=== lbp_mem_sched ===
Figure 1. Placement view (lbp_mem_sched).
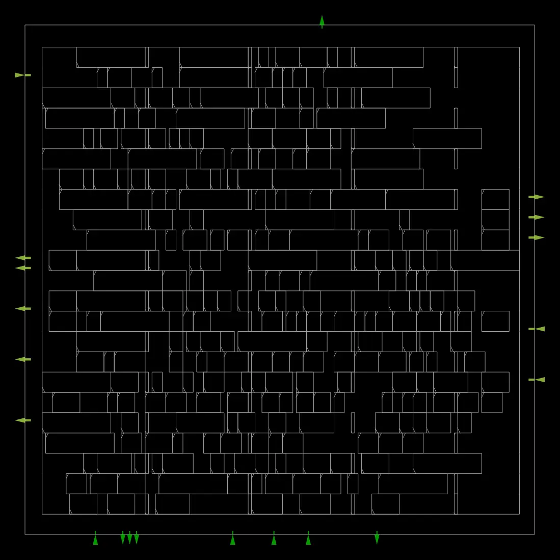

[src/rtl/lbp_sched_pkg.sv]
// Shared definitions for the LBP memory ownership scheduler.
//   state_t    : scheduler FSM state encoding
//   ERR_*      : err_code values reported on the err_code output
//   WDT_W      : watchdog counter width
package lbp_sched_pkg;

   typedef enum logic [2:0] {
      S_IDLE    = 3'd0,
      S_C_RUN   = 3'd1,
      S_GAP_C2H = 3'd2,
      S_H_RUN   = 3'd3,
      S_GAP_H2C = 3'd4,
      S_DONE    = 3'd5,
      S_ERR     = 3'd6
   } state_t;

   localparam logic [1:0] ERR_NONE    = 2'b00;
   localparam logic [1:0] ERR_TIMEOUT = 2'b01;
   localparam logic [1:0] ERR_OWN     = 2'b10;

   localparam int WDT_W = 16;

endpackage

[src/rtl/lbp_sched_wdt.sv]
// Run-phase watchdog for the LBP memory scheduler.
// Ports:
//   clk, rst_n : clock, asynchronous active-low reset
//   i_clr      : hold the count at zero
//   i_en       : count one cycle of a run phase
//   o_expire   : high in the TIMEOUT-th enabled cycle since the last clear
module lbp_sched_wdt
   import lbp_sched_pkg::*;
#(
   parameter int TIMEOUT = 65535
) (
   input  logic clk,
   input  logic rst_n,
   input  logic i_clr,
   input  logic i_en,
   output logic o_expire
);

   logic [WDT_W-1:0] r_cnt;

   always_ff @(posedge clk or negedge rst_n) begin
      if (!rst_n) begin
         r_cnt <= '0;
      end else if (i_clr) begin
         r_cnt <= '0;
      end else if (i_en) begin
         r_cnt <= r_cnt + 1'b1;
      end
   end

   // The count is 0 in the first run cycle, so TIMEOUT-1 marks the last one.
   assign o_expire = i_en && (r_cnt == WDT_W'(TIMEOUT - 1));

endmodule

[src/rtl/lbp_mem_sched.sv]
// LBP result memory ownership scheduler.
// Hands the single LBP memory between the CLBP writer (sel=0) and the HCU
// reader (sel=1), with a quiet gap on every ownership change, repeated for
// NUM_FRAMES frames. A watchdog bounds each run phase and any CLBP write
// request seen while CLBP does not own the memory is flagged.
// Ports:
//   clk, rst_n          : clock, asynchronous active-low reset
//   start, abort        : sequence control
//   clbp_done, hcu_done : one-cycle completion pulses from the units
//   clbp_wen_mon        : CLBP write enable copy for ownership monitoring
//   sel, mem_quiet      : memory mux select and quiet-gap indicator
//   clbp_start,hcu_start: one-cycle start pulses to the units
//   busy, frame_idx     : sequence in progress, current frame
//   finish, err,err_code: completion pulse, sticky error and its cause
//
// state     | meaning
// ----------+-----------------------------------------------
// IDLE      | waiting for start
// C_RUN     | CLBP owns memory, waiting for clbp_done
// GAP_C2H   | quiet gap before handing memory to HCU
// H_RUN     | HCU owns memory, waiting for hcu_done
// GAP_H2C   | quiet gap before handing memory back to CLBP
// DONE      | all frames complete, finish pulse
// ERR       | timeout or ownership violation, waiting for start
module lbp_mem_sched
   import lbp_sched_pkg::*;
#(
   parameter int GAP_CYCLES = 2,
   parameter int NUM_FRAMES = 1,
   parameter int TIMEOUT    = 65535,
   parameter int FW         = 4
) (
   input  logic          clk,
   input  logic          rst_n,
   input  logic          start,
   input  logic          abort,
   input  logic          clbp_done,
   input  logic          hcu_done,
   input  logic          clbp_wen_mon,
   output logic          sel,
   output logic          mem_quiet,
   output logic          clbp_start,
   output logic          hcu_start,
   output logic          busy,
   output logic [FW-1:0] frame_idx,
   output logic          finish,
   output logic          err,
   output logic [1:0]    err_code
);

   localparam int GC_W = (GAP_CYCLES > 1) ? $clog2(GAP_CYCLES) : 1;
   localparam logic [GC_W-1:0] GAP_LOAD   = GC_W'(GAP_CYCLES - 1);
   localparam logic [FW-1:0]   LAST_FRAME = FW'(NUM_FRAMES - 1);

   state_t          r_state;
   logic [GC_W-1:0] r_gap_cnt;

   logic w_run;
   logic w_expire;
   logic w_own_viol;

   assign w_run = (r_state == S_C_RUN) || (r_state == S_H_RUN);

   // CLBP may only write while it owns the memory and the bus is not quiet.
   assign w_own_viol = clbp_wen_mon &&
                       ((r_state == S_H_RUN) || (r_state == S_GAP_C2H) ||
                        (r_state == S_GAP_H2C));

   // Holding the count clear outside run phases makes every run-phase entry
   // start from zero without an explicit entry strobe.
   lbp_sched_wdt #(
      .TIMEOUT (TIMEOUT)
   ) u_wdt (
      .clk      (clk),
      .rst_n    (rst_n),
      .i_clr    (!w_run),
      .i_en     (w_run),
      .o_expire (w_expire)
   );

   always_ff @(posedge clk or negedge rst_n) begin
      if (!rst_n) begin
         r_state    <= S_IDLE;
         r_gap_cnt  <= '0;
         sel        <= 1'b0;
         mem_quiet  <= 1'b0;
         clbp_start <= 1'b0;
         hcu_start  <= 1'b0;
         busy       <= 1'b0;
         frame_idx  <= '0;
         finish     <= 1'b0;
         err        <= 1'b0;
         err_code   <= ERR_NONE;
      end else begin
         clbp_start <= 1'b0;
         hcu_start  <= 1'b0;
         finish     <= 1'b0;

         if (abort && (r_state != S_IDLE)) begin
            r_state   <= S_IDLE;
            sel       <= 1'b0;
            mem_quiet <= 1'b0;
            busy      <= 1'b0;
         end else if (w_own_viol) begin
            r_state   <= S_ERR;
            sel       <= 1'b0;
            mem_quiet <= 1'b0;
            busy      <= 1'b0;
            err       <= 1'b1;
            err_code  <= ERR_OWN;
         end else begin
            case (r_state)
               S_IDLE, S_DONE, S_ERR: begin
                  if (start) begin
                     r_state    <= S_C_RUN;
                     sel        <= 1'b0;
                     mem_quiet  <= 1'b0;
                     clbp_start <= 1'b1;
                     busy       <= 1'b1;
                     frame_idx  <= '0;
                     err        <= 1'b0;
                     err_code   <= ERR_NONE;
                  end else if (r_state == S_DONE) begin
                     r_state <= S_IDLE;
                  end
               end

               S_C_RUN: begin
                  // A done pulse in the expiry cycle still counts as success.
                  if (clbp_done) begin
                     r_state   <= S_GAP_C2H;
                     mem_quiet <= 1'b1;
                     r_gap_cnt <= GAP_LOAD;
                  end else if (w_expire) begin
                     r_state  <= S_ERR;
                     busy     <= 1'b0;
                     err      <= 1'b1;
                     err_code <= ERR_TIMEOUT;
                  end
               end

               S_GAP_C2H: begin
                  if (r_gap_cnt == '0) begin
                     r_state   <= S_H_RUN;
                     sel       <= 1'b1;
                     mem_quiet <= 1'b0;
                     hcu_start <= 1'b1;
                  end else begin
                     r_gap_cnt <= r_gap_cnt - 1'b1;
                  end
               end

               S_H_RUN: begin
                  if (hcu_done) begin
                     sel <= 1'b0;
                     if (frame_idx == LAST_FRAME) begin
                        r_state <= S_DONE;
                        finish  <= 1'b1;
                        busy    <= 1'b0;
                     end else begin
                        r_state   <= S_GAP_H2C;
                        mem_quiet <= 1'b1;
                        r_gap_cnt <= GAP_LOAD;
                     end
                  end else if (w_expire) begin
                     r_state  <= S_ERR;
                     sel      <= 1'b0;
                     busy     <= 1'b0;
                     err      <= 1'b1;
                     err_code <= ERR_TIMEOUT;
                  end
               end

               S_GAP_H2C: begin
                  if (r_gap_cnt == '0) begin
                     r_state    <= S_C_RUN;
                     mem_quiet  <= 1'b0;
                     clbp_start <= 1'b1;
                     if (frame_idx != LAST_FRAME) begin
                        frame_idx <= frame_idx + 1'b1;
                     end
                  end else begin
                     r_gap_cnt <= r_gap_cnt - 1'b1;
                  end
               end

               default: begin
                  r_state   <= S_IDLE;
                  sel       <= 1'b0;
                  mem_quiet <= 1'b0;
                  busy      <= 1'b0;
               end
            endcase
         end
      end
   end

endmodule

[config.mk]
export PLATFORM = sky130hd
export DESIGN_NAME = lbp_mem_sched
export DESIGN_NICKNAME = d
export VERILOG_FILES = /design/src/rtl/lbp_sched_pkg.sv /design/src/rtl/lbp_sched_wdt.sv /design/src/rtl/lbp_mem_sched.sv
export SDC_FILE = /design/constraint.sdc
export NUM_CORES = 1
export LEC_CHECK = 0
export CAP_MARGIN = 20
export CORE_MARGIN = 2
export CORE_UTILIZATION = 51
export CTS_BUF_LIST = sky130_fd_sc_hd__clkbuf_16
export CTS_CLUSTER_DIAMETER = 30
export DETAILED_ROUTE_END_ITERATION = 16
export PLACE_DENSITY = 0.75
export SKIP_LAST_GASP = 1
export SYNTH_ARGS = -nofsm -noshare
export SYNTH_HDL_FRONTEND = slang
export SYNTH_SLANG_ARGS = --single-unit
[constraint.sdc]
create_clock -name clk -period 2.5 [get_ports clk]
set_input_delay 0.75 -clock clk [delete_from_list [all_inputs] [get_ports clk]]
set_output_delay 0.75 -clock clk [all_outputs]
set_load 0.01 [all_outputs]
=== mem_port_arbiter_flat ===
File: config.mk
export PLATFORM = sky130hd
export DESIGN_NAME = mem_port_arbiter_flat
export DESIGN_NICKNAME = d
export VERILOG_FILES = /design/src/rtl/mem_port_arbiter_if.sv /design/src/rtl/mem_port_arbiter.sv /design/src/flat_wrapper.sv
export SDC_FILE = /design/constraint.sdc
export NUM_CORES = 1
export LEC_CHECK = 0
export CORE_MARGIN = 2
export CORE_UTILIZATION = 24
export CTS_CLUSTER_DIAMETER = 150
export DETAILED_ROUTE_END_ITERATION = 8
export PLACE_DENSITY = 0.9
export SLEW_MARGIN = 40
export SYNTH_ARGS = -nofsm -noshare
export SYNTH_HDL_FRONTEND = slang
export SYNTH_SLANG_ARGS = --single-unit
File: constraint.sdc
create_clock -name clk -period 1.6 [get_ports clk]
set_clock_uncertainty 0.05 [all_clocks]
set_input_delay 0.16 -clock clk [delete_from_list [all_inputs] [get_ports clk]]
set_output_delay 0.16 -clock clk [all_outputs]
set_load 0.01 [all_outputs]
File: src/rtl/mem_port_arbiter_if.sv
// Purpose : bundles the fetch, data and shared-RAM signals of the memory port arbiter.
// Latency : none; this is wiring only.
// Backpress: requesters hold req/addr/data until their ack; acks are the only backpressure.
// Ports   : slave  = arbiter side (takes requests and ram_rdata, drives acks/rdata/ram_*),
//           master = requester/memory side (mirror image of slave).
interface mem_port_arbiter_if;
  // fetch side
  logic        if_req;
  logic [15:0] if_addr;
  logic        if_ack;
  logic        if_rvalid;
  logic [15:0] if_rdata;
  logic        if_stall;
  // data side
  logic        dm_req;
  logic        dm_we;
  logic [15:0] dm_addr;
  logic [15:0] dm_wdata;
  logic        dm_ack;
  logic        dm_rvalid;
  logic [15:0] dm_rdata;
  // shared single-port RAM
  logic [15:0] ram_addr;
  logic        ram_we;
  logic [15:0] ram_wdata;
  logic [15:0] ram_rdata;

  modport slave (
    input  if_req, if_addr, dm_req, dm_we, dm_addr, dm_wdata, ram_rdata,
    output if_ack, if_rvalid, if_rdata, if_stall,
    output dm_ack, dm_rvalid, dm_rdata,
    output ram_addr, ram_we, ram_wdata
  );

  modport master (
    output if_req, if_addr, dm_req, dm_we, dm_addr, dm_wdata, ram_rdata,
    input  if_ack, if_rvalid, if_rdata, if_stall,
    input  dm_ack, dm_rvalid, dm_rdata,
    input  ram_addr, ram_we, ram_wdata
  );
endinterface

File: src/rtl/mem_port_arbiter.sv
// Purpose : shares one synchronous-read RAM port between instruction fetch and data access.
// Latency : grant one edge after req; read data (rvalid) one cycle after the grant cycle.
// Backpress: loser of arbitration is held off by a low ack; data wins ties, but fetch is
//            forced through after STARVE_LIMIT consecutive data grants while it waits.
// Ports   : clk, reset (async, active-high), bus (mem_port_arbiter_if.slave).
module mem_port_arbiter #(
  parameter int unsigned STARVE_LIMIT = 3  // legal 1..15
) (
  input  logic                clk,
  input  logic                reset,
  mem_port_arbiter_if.slave   bus
);

  typedef enum logic [1:0] {
    IDLE   = 2'd0,
    ACC_IF = 2'd1,
    ACC_DM = 2'd2
  } state_t;

  localparam logic [3:0] LIMIT = 4'(STARVE_LIMIT);

  // state names the owner of the RAM port in the current cycle
  state_t     state;
  logic [3:0] starve_cnt;
  logic       if_rvalid_q;
  logic       dm_rvalid_q;

  always_ff @(posedge clk or posedge reset) begin
    if (reset) begin
      state       <= IDLE;
      starve_cnt  <= 4'd0;
      if_rvalid_q <= 1'b0;
      dm_rvalid_q <= 1'b0;
    end else begin
      // the access owning the port this cycle returns data next cycle (reads only)
      if_rvalid_q <= (state == ACC_IF);
      dm_rvalid_q <= (state == ACC_DM) && !bus.dm_we;

      // A req still high through its own ack cycle is treated as a fresh request,
      // so back-to-back grants to the same side need no idle cycle.
      if (bus.if_req && bus.dm_req) begin
        if (starve_cnt == LIMIT) begin
          state      <= ACC_IF;
          starve_cnt <= 4'd0;
        end else begin
          // cannot pass LIMIT: reaching it forces the next tie to fetch
          state      <= ACC_DM;
          starve_cnt <= starve_cnt + 4'd1;
        end
      end else if (bus.if_req) begin
        state      <= ACC_IF;
        starve_cnt <= 4'd0;
      end else if (bus.dm_req) begin
        // fetch not waiting, so nothing is being starved
        state      <= ACC_DM;
        starve_cnt <= 4'd0;
      end else begin
        state      <= IDLE;
        starve_cnt <= 4'd0;
      end
    end
  end

  assign bus.if_ack    = (state == ACC_IF);
  assign bus.dm_ack    = (state == ACC_DM);
  assign bus.if_stall  = bus.if_req && (state != ACC_IF);

  assign bus.if_rvalid = if_rvalid_q;
  assign bus.dm_rvalid = dm_rvalid_q;
  assign bus.if_rdata  = if_rvalid_q ? bus.ram_rdata : 16'd0;
  assign bus.dm_rdata  = dm_rvalid_q ? bus.ram_rdata : 16'd0;

  // RAM port steering follows the registered owner, so reset (state -> IDLE)
  // drops ram_we immediately without waiting for a clock.
  always_comb begin
    bus.ram_addr  = 16'd0;
    bus.ram_we    = 1'b0;
    bus.ram_wdata = 16'd0;
    case (state)
      ACC_IF: begin
        bus.ram_addr = bus.if_addr;
      end
      ACC_DM: begin
        bus.ram_addr  = bus.dm_addr;
        bus.ram_we    = bus.dm_we;
        bus.ram_wdata = bus.dm_wdata;
      end
      default: ;
    endcase
  end

endmodule

File: src/flat_wrapper.sv
// flat-port wrapper written by rule: the top's interface ports become plain ports
module mem_port_arbiter_flat 
#(
  parameter int unsigned STARVE_LIMIT = 3                
)
  (clk, reset, bus_if_req, bus_if_addr, bus_dm_req, bus_dm_we, bus_dm_addr, bus_dm_wdata, bus_ram_rdata, bus_if_ack, bus_if_rvalid, bus_if_rdata, bus_if_stall, bus_dm_ack, bus_dm_rvalid, bus_dm_rdata, bus_ram_addr, bus_ram_we, bus_ram_wdata);
  mem_port_arbiter_if bus_i ();
  input  logic clk;
  input  logic reset;
  input wire logic [$bits(bus_i.if_req)-1:0] bus_if_req;
  input wire logic [$bits(bus_i.if_addr)-1:0] bus_if_addr;
  input wire logic [$bits(bus_i.dm_req)-1:0] bus_dm_req;
  input wire logic [$bits(bus_i.dm_we)-1:0] bus_dm_we;
  input wire logic [$bits(bus_i.dm_addr)-1:0] bus_dm_addr;
  input wire logic [$bits(bus_i.dm_wdata)-1:0] bus_dm_wdata;
  input wire logic [$bits(bus_i.ram_rdata)-1:0] bus_ram_rdata;
  output wire logic [$bits(bus_i.if_ack)-1:0] bus_if_ack;
  output wire logic [$bits(bus_i.if_rvalid)-1:0] bus_if_rvalid;
  output wire logic [$bits(bus_i.if_rdata)-1:0] bus_if_rdata;
  output wire logic [$bits(bus_i.if_stall)-1:0] bus_if_stall;
  output wire logic [$bits(bus_i.dm_ack)-1:0] bus_dm_ack;
  output wire logic [$bits(bus_i.dm_rvalid)-1:0] bus_dm_rvalid;
  output wire logic [$bits(bus_i.dm_rdata)-1:0] bus_dm_rdata;
  output wire logic [$bits(bus_i.ram_addr)-1:0] bus_ram_addr;
  output wire logic [$bits(bus_i.ram_we)-1:0] bus_ram_we;
  output wire logic [$bits(bus_i.ram_wdata)-1:0] bus_ram_wdata;
  assign bus_i.if_req = bus_if_req;
  assign bus_i.if_addr = bus_if_addr;
  assign bus_i.dm_req = bus_dm_req;
  assign bus_i.dm_we = bus_dm_we;
  assign bus_i.dm_addr = bus_dm_addr;
  assign bus_i.dm_wdata = bus_dm_wdata;
  assign bus_i.ram_rdata = bus_ram_rdata;
  assign bus_if_ack = bus_i.if_ack;
  assign bus_if_rvalid = bus_i.if_rvalid;
  assign bus_if_rdata = bus_i.if_rdata;
  assign bus_if_stall = bus_i.if_stall;
  assign bus_dm_ack = bus_i.dm_ack;
  assign bus_dm_rvalid = bus_i.dm_rvalid;
  assign bus_dm_rdata = bus_i.dm_rdata;
  assign bus_ram_addr = bus_i.ram_addr;
  assign bus_ram_we = bus_i.ram_we;
  assign bus_ram_wdata = bus_i.ram_wdata;
  mem_port_arbiter #(.STARVE_LIMIT(STARVE_LIMIT)) u_core (.clk(clk), .reset(reset), .bus(bus_i));
endmodule
=== dmem_access_ctrl ===
### src/rtl/dmem_access_ctrl.sv
// dmem_access_ctrl
// Initiator side of the data-memory load/store port. Takes one request at a
// time from the MEM stage, screens it for illegal size and misalignment, pulses
// a single registered read or write strobe toward data_memory, waits out the
// one-cycle synchronous read latency, formats load data and holds the response
// until the consumer takes it.

module dmem_access_ctrl #(
  parameter int XLEN = 32,
  parameter int FLEN = 64
) (
  input  logic            clk,
  input  logic            reset_n,
  input  logic            req_valid,
  output logic            req_ready,
  input  logic [XLEN-1:0] req_addr,
  input  logic [63:0]     req_wdata,
  input  logic            req_is_store,
  input  logic            req_is_fp,
  input  logic [2:0]      req_funct3,
  output logic [XLEN-1:0] mem_addr,
  output logic [63:0]     mem_write_data,
  output logic            mem_read,
  output logic            mem_write,
  output logic [2:0]      mem_funct3,
  input  logic [63:0]     mem_read_data,
  output logic            resp_valid,
  input  logic            resp_ready,
  output logic [63:0]     resp_data,
  output logic [1:0]      resp_fault
);

  localparam bit IS_RV32   = (XLEN == 32);
  localparam bit FP_WORD   = (FLEN >= 32);
  localparam bit FP_DOUBLE = (FLEN == 64);
  localparam bit NAN_BOX   = (FLEN == 64);

  localparam logic [1:0] FAULT_NONE  = 2'b00;
  localparam logic [1:0] FAULT_ALIGN = 2'b01;
  localparam logic [1:0] FAULT_SIZE  = 2'b10;

  typedef enum logic [1:0] {
    IDLE,
    ISSUE,
    LOAD_DATA,
    RESP
  } state_t;

  state_t      state;
  state_t      next_state;
  logic        is_store_q;
  logic        is_fp_q;
  logic        accept;
  logic        illegal;
  logic        misaligned;
  logic [1:0]  req_fault;
  logic [63:0] load_fmt;

  assign accept = (state == IDLE) && req_valid;

  // Classify the incoming request; an illegal size hides any alignment problem
  always_comb begin
    illegal    = 1'b0;
    misaligned = 1'b0;
    if (req_is_store && req_funct3[2])                          illegal = 1'b1;
    if (!req_is_store && (req_funct3 == 3'b111))                illegal = 1'b1;
    if (!req_is_fp && (req_funct3 == 3'b011) && IS_RV32)        illegal = 1'b1;
    if (!req_is_store && (req_funct3 == 3'b110) && IS_RV32)     illegal = 1'b1;
    if (req_is_fp && (req_funct3 != 3'b010) && (req_funct3 != 3'b011))
                                                                illegal = 1'b1;
    if (req_is_fp && (req_funct3 == 3'b010) && !FP_WORD)        illegal = 1'b1;
    if (req_is_fp && (req_funct3 == 3'b011) && !FP_DOUBLE)      illegal = 1'b1;
    case (req_funct3[1:0])
      2'b01:   misaligned = req_addr[0];
      2'b10:   misaligned = |req_addr[1:0];
      2'b11:   misaligned = |req_addr[2:0];
      default: misaligned = 1'b0;
    endcase
    if (illegal)         req_fault = FAULT_SIZE;
    else if (misaligned) req_fault = FAULT_ALIGN;
    else                 req_fault = FAULT_NONE;
  end

  // Shape raw memory data: NaN-box single floats, clip integers to 32 bits on RV32
  always_comb begin
    load_fmt = mem_read_data;
    if (is_fp_q && (mem_funct3 == 3'b010) && NAN_BOX)
      load_fmt = {32'hFFFF_FFFF, mem_read_data[31:0]};
    else if (!is_fp_q && IS_RV32)
      load_fmt = {32'h0000_0000, mem_read_data[31:0]};
  end

  // State register
  always_ff @(posedge clk or negedge reset_n) begin
    if (!reset_n) state <= IDLE;
    else          state <= next_state;
  end

  // Next-state logic: faults skip straight to the response
  always_comb begin
    next_state = state;
    case (state)
      IDLE:      if (req_valid) next_state = (req_fault != FAULT_NONE) ? RESP : ISSUE;
      ISSUE:     next_state = is_store_q ? RESP : LOAD_DATA;
      LOAD_DATA: next_state = RESP;
      RESP:      if (resp_ready) next_state = IDLE;
      default:   next_state = IDLE;
    endcase
  end

  // Handshake outputs decoded from state
  always_comb begin
    req_ready  = (state == IDLE);
    resp_valid = (state == RESP);
  end

  // Request capture, single-cycle strobes and response data registers
  always_ff @(posedge clk or negedge reset_n) begin
    if (!reset_n) begin
      is_store_q     <= 1'b0;
      is_fp_q        <= 1'b0;
      mem_addr       <= '0;
      mem_write_data <= '0;
      mem_funct3     <= '0;
      mem_read       <= 1'b0;
      mem_write      <= 1'b0;
      resp_data      <= '0;
      resp_fault     <= FAULT_NONE;
    end else begin
      mem_read  <= accept && (req_fault == FAULT_NONE) && !req_is_store;
      mem_write <= accept && (req_fault == FAULT_NONE) && req_is_store;
      if (accept) begin
        is_store_q <= req_is_store;
        is_fp_q    <= req_is_fp;
        resp_data  <= '0;
        resp_fault <= req_fault;
        if (req_fault == FAULT_NONE) begin
          mem_addr       <= req_addr;
          mem_write_data <= req_wdata;
          mem_funct3     <= req_funct3;
        end
      end
      if (state == LOAD_DATA) resp_data <= load_fmt;
    end
  end

endmodule

### config.mk
export PLATFORM = sky130hd
export DESIGN_NAME = dmem_access_ctrl
export DESIGN_NICKNAME = d
export VERILOG_FILES = /design/src/rtl/dmem_access_ctrl.sv
export SDC_FILE = /design/constraint.sdc
export NUM_CORES = 1
export LEC_CHECK = 0
export CAP_MARGIN = 20
export CELL_PAD_IN_SITES_DETAIL_PLACEMENT = 0
export CELL_PAD_IN_SITES_GLOBAL_PLACEMENT = 1
export CORE_MARGIN = 3
export CORE_UTILIZATION = 34
export DETAILED_ROUTE_END_ITERATION = 8
export PLACE_DENSITY = 0.95
export SLEW_MARGIN = 20
export SYNTH_ARGS = -nofsm -noshare
export SYNTH_HDL_FRONTEND = slang
export SYNTH_SLANG_ARGS = --single-unit
### constraint.sdc
create_clock -name clk -period 3.8 [get_ports clk]
set_input_delay 0.95 -clock clk [delete_from_list [all_inputs] [get_ports clk]]
set_output_delay 0.95 -clock clk [all_outputs]
set_load 0.005 [all_outputs]

## Gallery

Wires at chosen ports, followed through buffers.
panel A
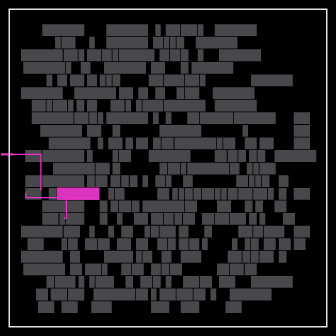
panel B
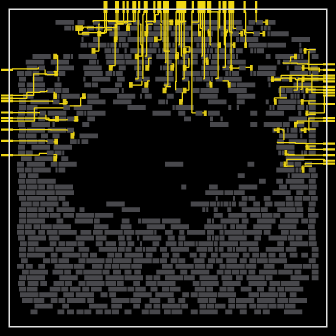
panel C
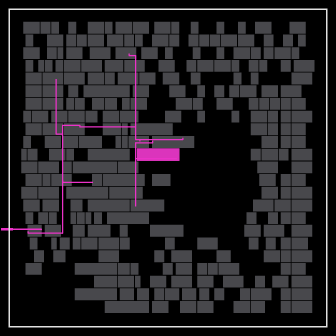
lbp_mem_sched -> panel A
dmem_access_ctrl -> panel B
mem_port_arbiter_flat -> panel C
- most cells: panel B

Key to panel A:
`busy`: in magenta, bits 1, direction output, edge left, end cells 1, buffers 1, wire 35.4 microns.

Figure 2. Placement view (dmem_access_ctrl).
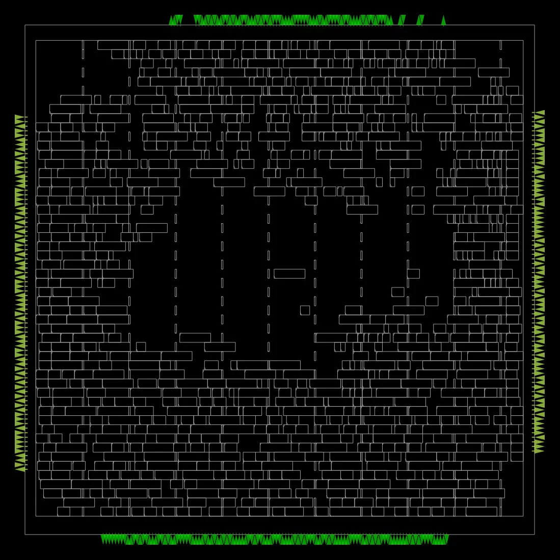
number of sequential cells: 171
non-filler instance count after layout: 1,151
final core utilization: 55.8%
Site Rows: 52
Well Taps: 270

Figure 3. The metal 3 layer (dmem_access_ctrl).
Scale bar: 50 microns.
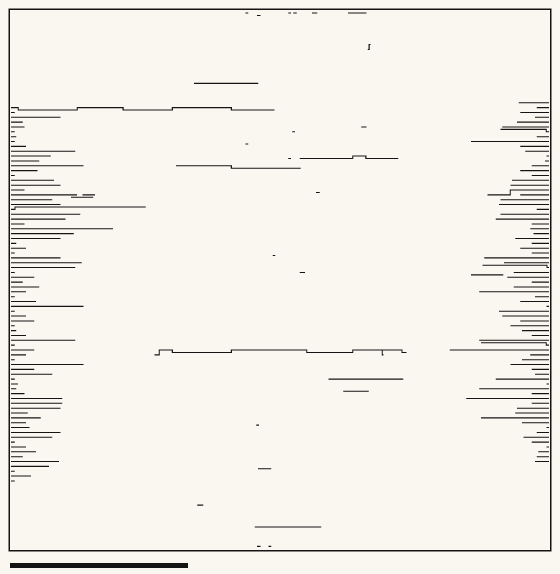
The layer holds 7.8% of the routed length. The layer carries 1,610 microns of wire. The wires run mostly horizontal. 170 nets have wire on it.
fraction of met3 tracks used by global routing: 5.65%
Via Count: 5,379
DRT Wirelength: 20.6 mm

==> notes.md, dmem_access_ctrl <==
Numbers from the implementation run.

Note, the detailed placer reported a final HPWL of 14.9 mm. The total of clock buffers placed in the layout is 18. The mean instance size in the synthesized netlist is 13.4 sq um.

Of the available clock period, the critical path in the final layout requires 76.8%. In this run the register-to-register setup slack is 1.13 ns. By area the synthesized netlist is led by dfrtp_1 59%, mux2_4 18%, nand2_1 5.3%. The via count of the first global-routing pass is 5,675. The tally of unique sky130hd cells used after synthesis is 29. The capture point of the worst register-to-register path is recorded as mem_write_data[25]. The area used by multi-input combinational logic is 2710 sq um. Per the OpenROAD floorplan log, the width of the die is 151 microns.

The run finished with clean final reports. The flop and latch count out of synthesis is 171. The first global-routing pass estimated 31.5 mm of wire. Clock cells make up 5.16% of the layout cell area. The power spent charging and discharging nets is 2670 uW.

The combinational fraction of the cell area is 23.7%. The chip area in the Yosys report is 7200 sq um. Per the detailed placement report, the placed cell area equals 10,800 sq um. Yosys stat counts 538 cells in the synthesized netlist. The peak clock frequency supported by timing is 342 MHz.

The met2 track demand over resource is 30.0%.
dmem_access_ctrl: synth_stat cells, drive strengths merged:
cell type    n
o22ai        1
clkbuf      20
inv          5
a31oi        1
nand2      102
a2111oi      1
and2         1
mux2       100
o31ai        1
nand4        1
a21o         2
o21a         1
ha           4
mux2i       32
nor2         3
nand2b       1
nor4bb       1
dfrtp      171
buf         17
o21ai       35
nor2b        2
a21oi       35
a41o         1
dmem_access_ctrl: worst max-delay path, cell delays in order:
cell             delay (ns)
clkdlybuf4s50_1        0.56
nand2b_1               0.16
nor2b_1                0.21
nand4_1                0.53
buf_12                 0.42
mux2_4                 0.34
Figure 4. Local utilization (lbp_mem_sched).
The die is cut into 7 by 7 equal tiles; black is low, pale yellow is high, 0 to 100% covered.
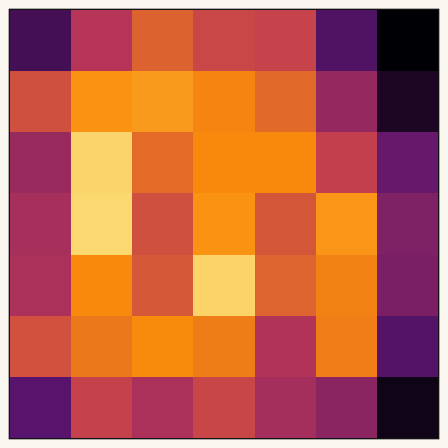
The fullest tile reaches 91%. The mean over all tiles is 54%. 2.0% of the tiles are nearly empty. 14% of the tiles are over 75% full. The emptiest ninth of the die: top right.
initial cell density of the core: 52.6%
final core utilization: 64.2%
floorplan core area: 4000 sq um

Figure 5. Gate-type map (lbp_mem_sched).
Scale bar: 20 microns.
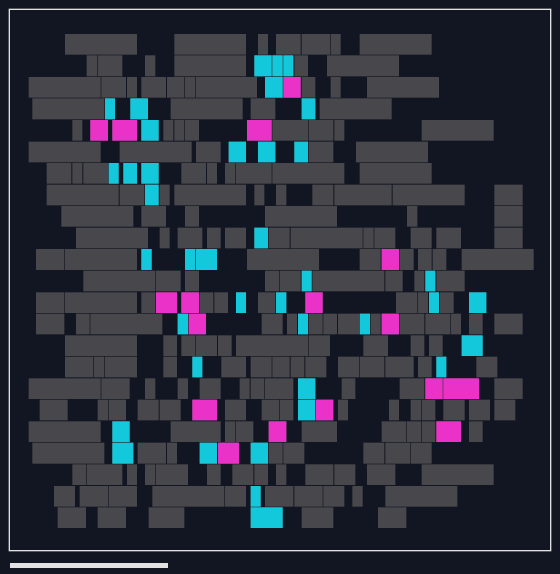
and/or cells: in magenta, cells 17, most used and3_1. nand cells: in cyan, cells 39, most used nand2_1.
non-filler instance count after layout: 318
logic share of the area: 45.4%
Top cell excl fill/tap: dfrtp_1

About Figure 1:
number of filler cells placed in the layout: 347
Site Rows: 23

==> notes.md, lbp_mem_sched <==
Numbers from the implementation run.

The final max-slew violation count is 0. The destination of the worst register-to-register timing path is err_code[1]. The met2 track demand over resource is 36.9%.

In this run the top signal layer used is met4. The number of flip-flops under the largest register name is 16. The number of cells in the design after placement is 310.

In the final layout, the registers with the most flip-flops are u_wdt.r_cnt x16, frame_idx x4, r_state x3. Across all hold checks on the routed design, the worst slack comes to 0.512 ns. The count of antenna diodes in the layout is 0.

The top flip-flop cell by instance count after synthesis is dfrtp_1. The buffer_ports step reported a buffer count of 19. The and-or/or-and share of the synthesized area is 17.8%.

The final setup violation count is 0. 20 I/O pins were placed. Per report_power, the Clock row totals 590 uW. The run finished with clean final reports. Yosys stat counts 234 cells in the synthesized netlist. The sequential cell area in the final layout is 826 sq um. The worst register-to-register path has a depth of 5.

The total of max-cap violations is 0. The total number of clock tree sinks is 33. The biggest area consumer among synthesized cells is dfrtp_1. In the final report, the number of hold violations comes to 0.
lbp_mem_sched: worst max-delay path, stage by stage:
cell             delay (ns)
clkdlybuf4s50_1        0.53
buf_4                  0.19
a21oi_1                0.08
a311o_1                0.27
a2111oi_0              0.54
nor2_1                 0.11
lbp_mem_sched: area by class of cell:
type | instances | share of cell area (%)
Sequential cell | 33 | 32.2
Clock inverter | 3 | 0.683
Timing Repair Buffer | 39 | 13.3
Inverter | 8 | 1.17
Tap cell | 50 | 2.44
Multi-Input combinational cell | 180 | 45.4
Clock buffer | 5 | 4.88
Figure 6. Placement view (mem_port_arbiter_flat).
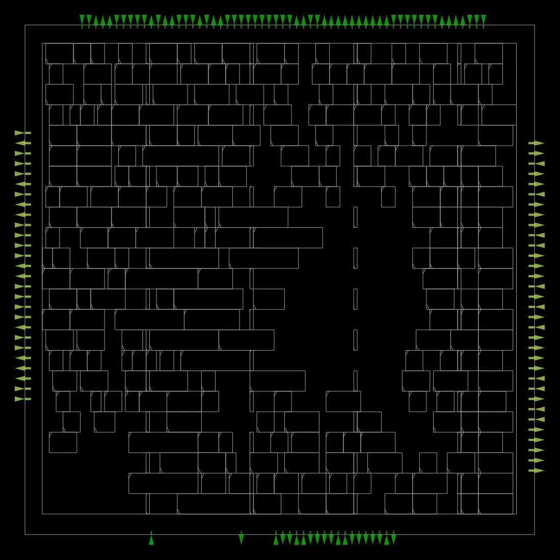
final core utilization: 64.4%
Well Taps: 50
sequential share of cell area: 7.99%

Figure 7. The metal 3 layer (mem_port_arbiter_flat).
Scale bar: 20 microns.
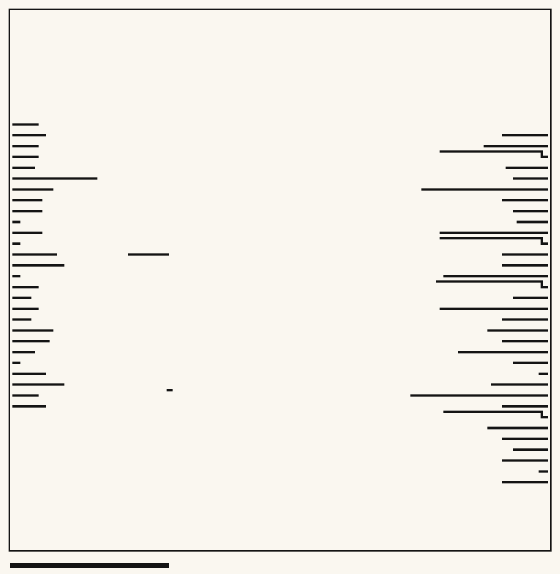
The wires run mostly horizontal. The layer holds 8.5% of the routed length. 61 nets have wire on it.
fraction of met3 tracks used by global routing: 2.33%
Via Count: 1,398
DRT Wirelength: 4.13 mm

==> notes.md, mem_port_arbiter_flat <==
Numbers from the implementation run.

The destination of the worst register-to-register timing path is u_core.bus.dm_rvalid. The total number of multi-input combinational cells is 100. Setup repair after global routing could not meet its margin everywhere.

Per the gpl log, the routability congestion estimate is 0.741. The global routing stage identified its most utilized layer as met2. According to the report, the first pass of detailed routing completed in 4 iterations. The uppermost metal layer occupied by signal nets is met4.

Detailed routing placed a total of 352 microns of wire on met3. The post-layout worst setup margin is -0.0398 ns. In this run the maximum-capacitance check reported violations numbering 0. Relative to the synthesized area, the layout overhead comes to 160%. The final timing report lists a max-slew violation count of 0. The report lists the number of standard-cell rows as 23.

The count of buffers added on input and output ports is 138. On the critical path the largest part of the delay comes from flip-flops. The flow ran to the end, but the final reports show violations. The xor-xnor portion of the synthesized cell area is 0%. The chip area in the Yosys report is 975 sq um.

After synthesis, the cell types taking the most area are and2_1 31%, dfrtp_1 21%, a22oi_2 13%. For flop-to-flop paths, the worst setup slack is 0.47 ns. The last timing report of the flow puts the setup violation total at 15. The worst VDD IR drop from the latest analysis is 0.342 mV. Looking at the clock tree report, the H-tree level count equals 1. The final reports fail on setup timing. The launch point of the critical path is u_core.state[0]. After Yosys synthesis, full adders, half adders and majority gates account for 5.13% of the synthesized area. The die covers 4590 sq um. The total power consumption of the routed design is 1020 uW. Per the synthesis report, the single largest cell type by area occupies 31.5% of cell area.
## mem_port_arbiter_flat: power breakdown
part / leakage [uW] / switching, uW / internal [uW]
clock: 0.0000216 / 78.5 / 163
sequential: 0.000103 / 7.57 / 211
combinational: 0.00137 / 212 / 348
## mem_port_arbiter_flat: state kept, by name, summed over array words and instances (netlist names)
name / count
u_core.starve_cnt: 4
u_core.state: 2
u_core.bus.dm_rvalid: 1
u_core.bus.if_rvalid: 1

No activity file was given, so power comes from the tool's default toggle rates.
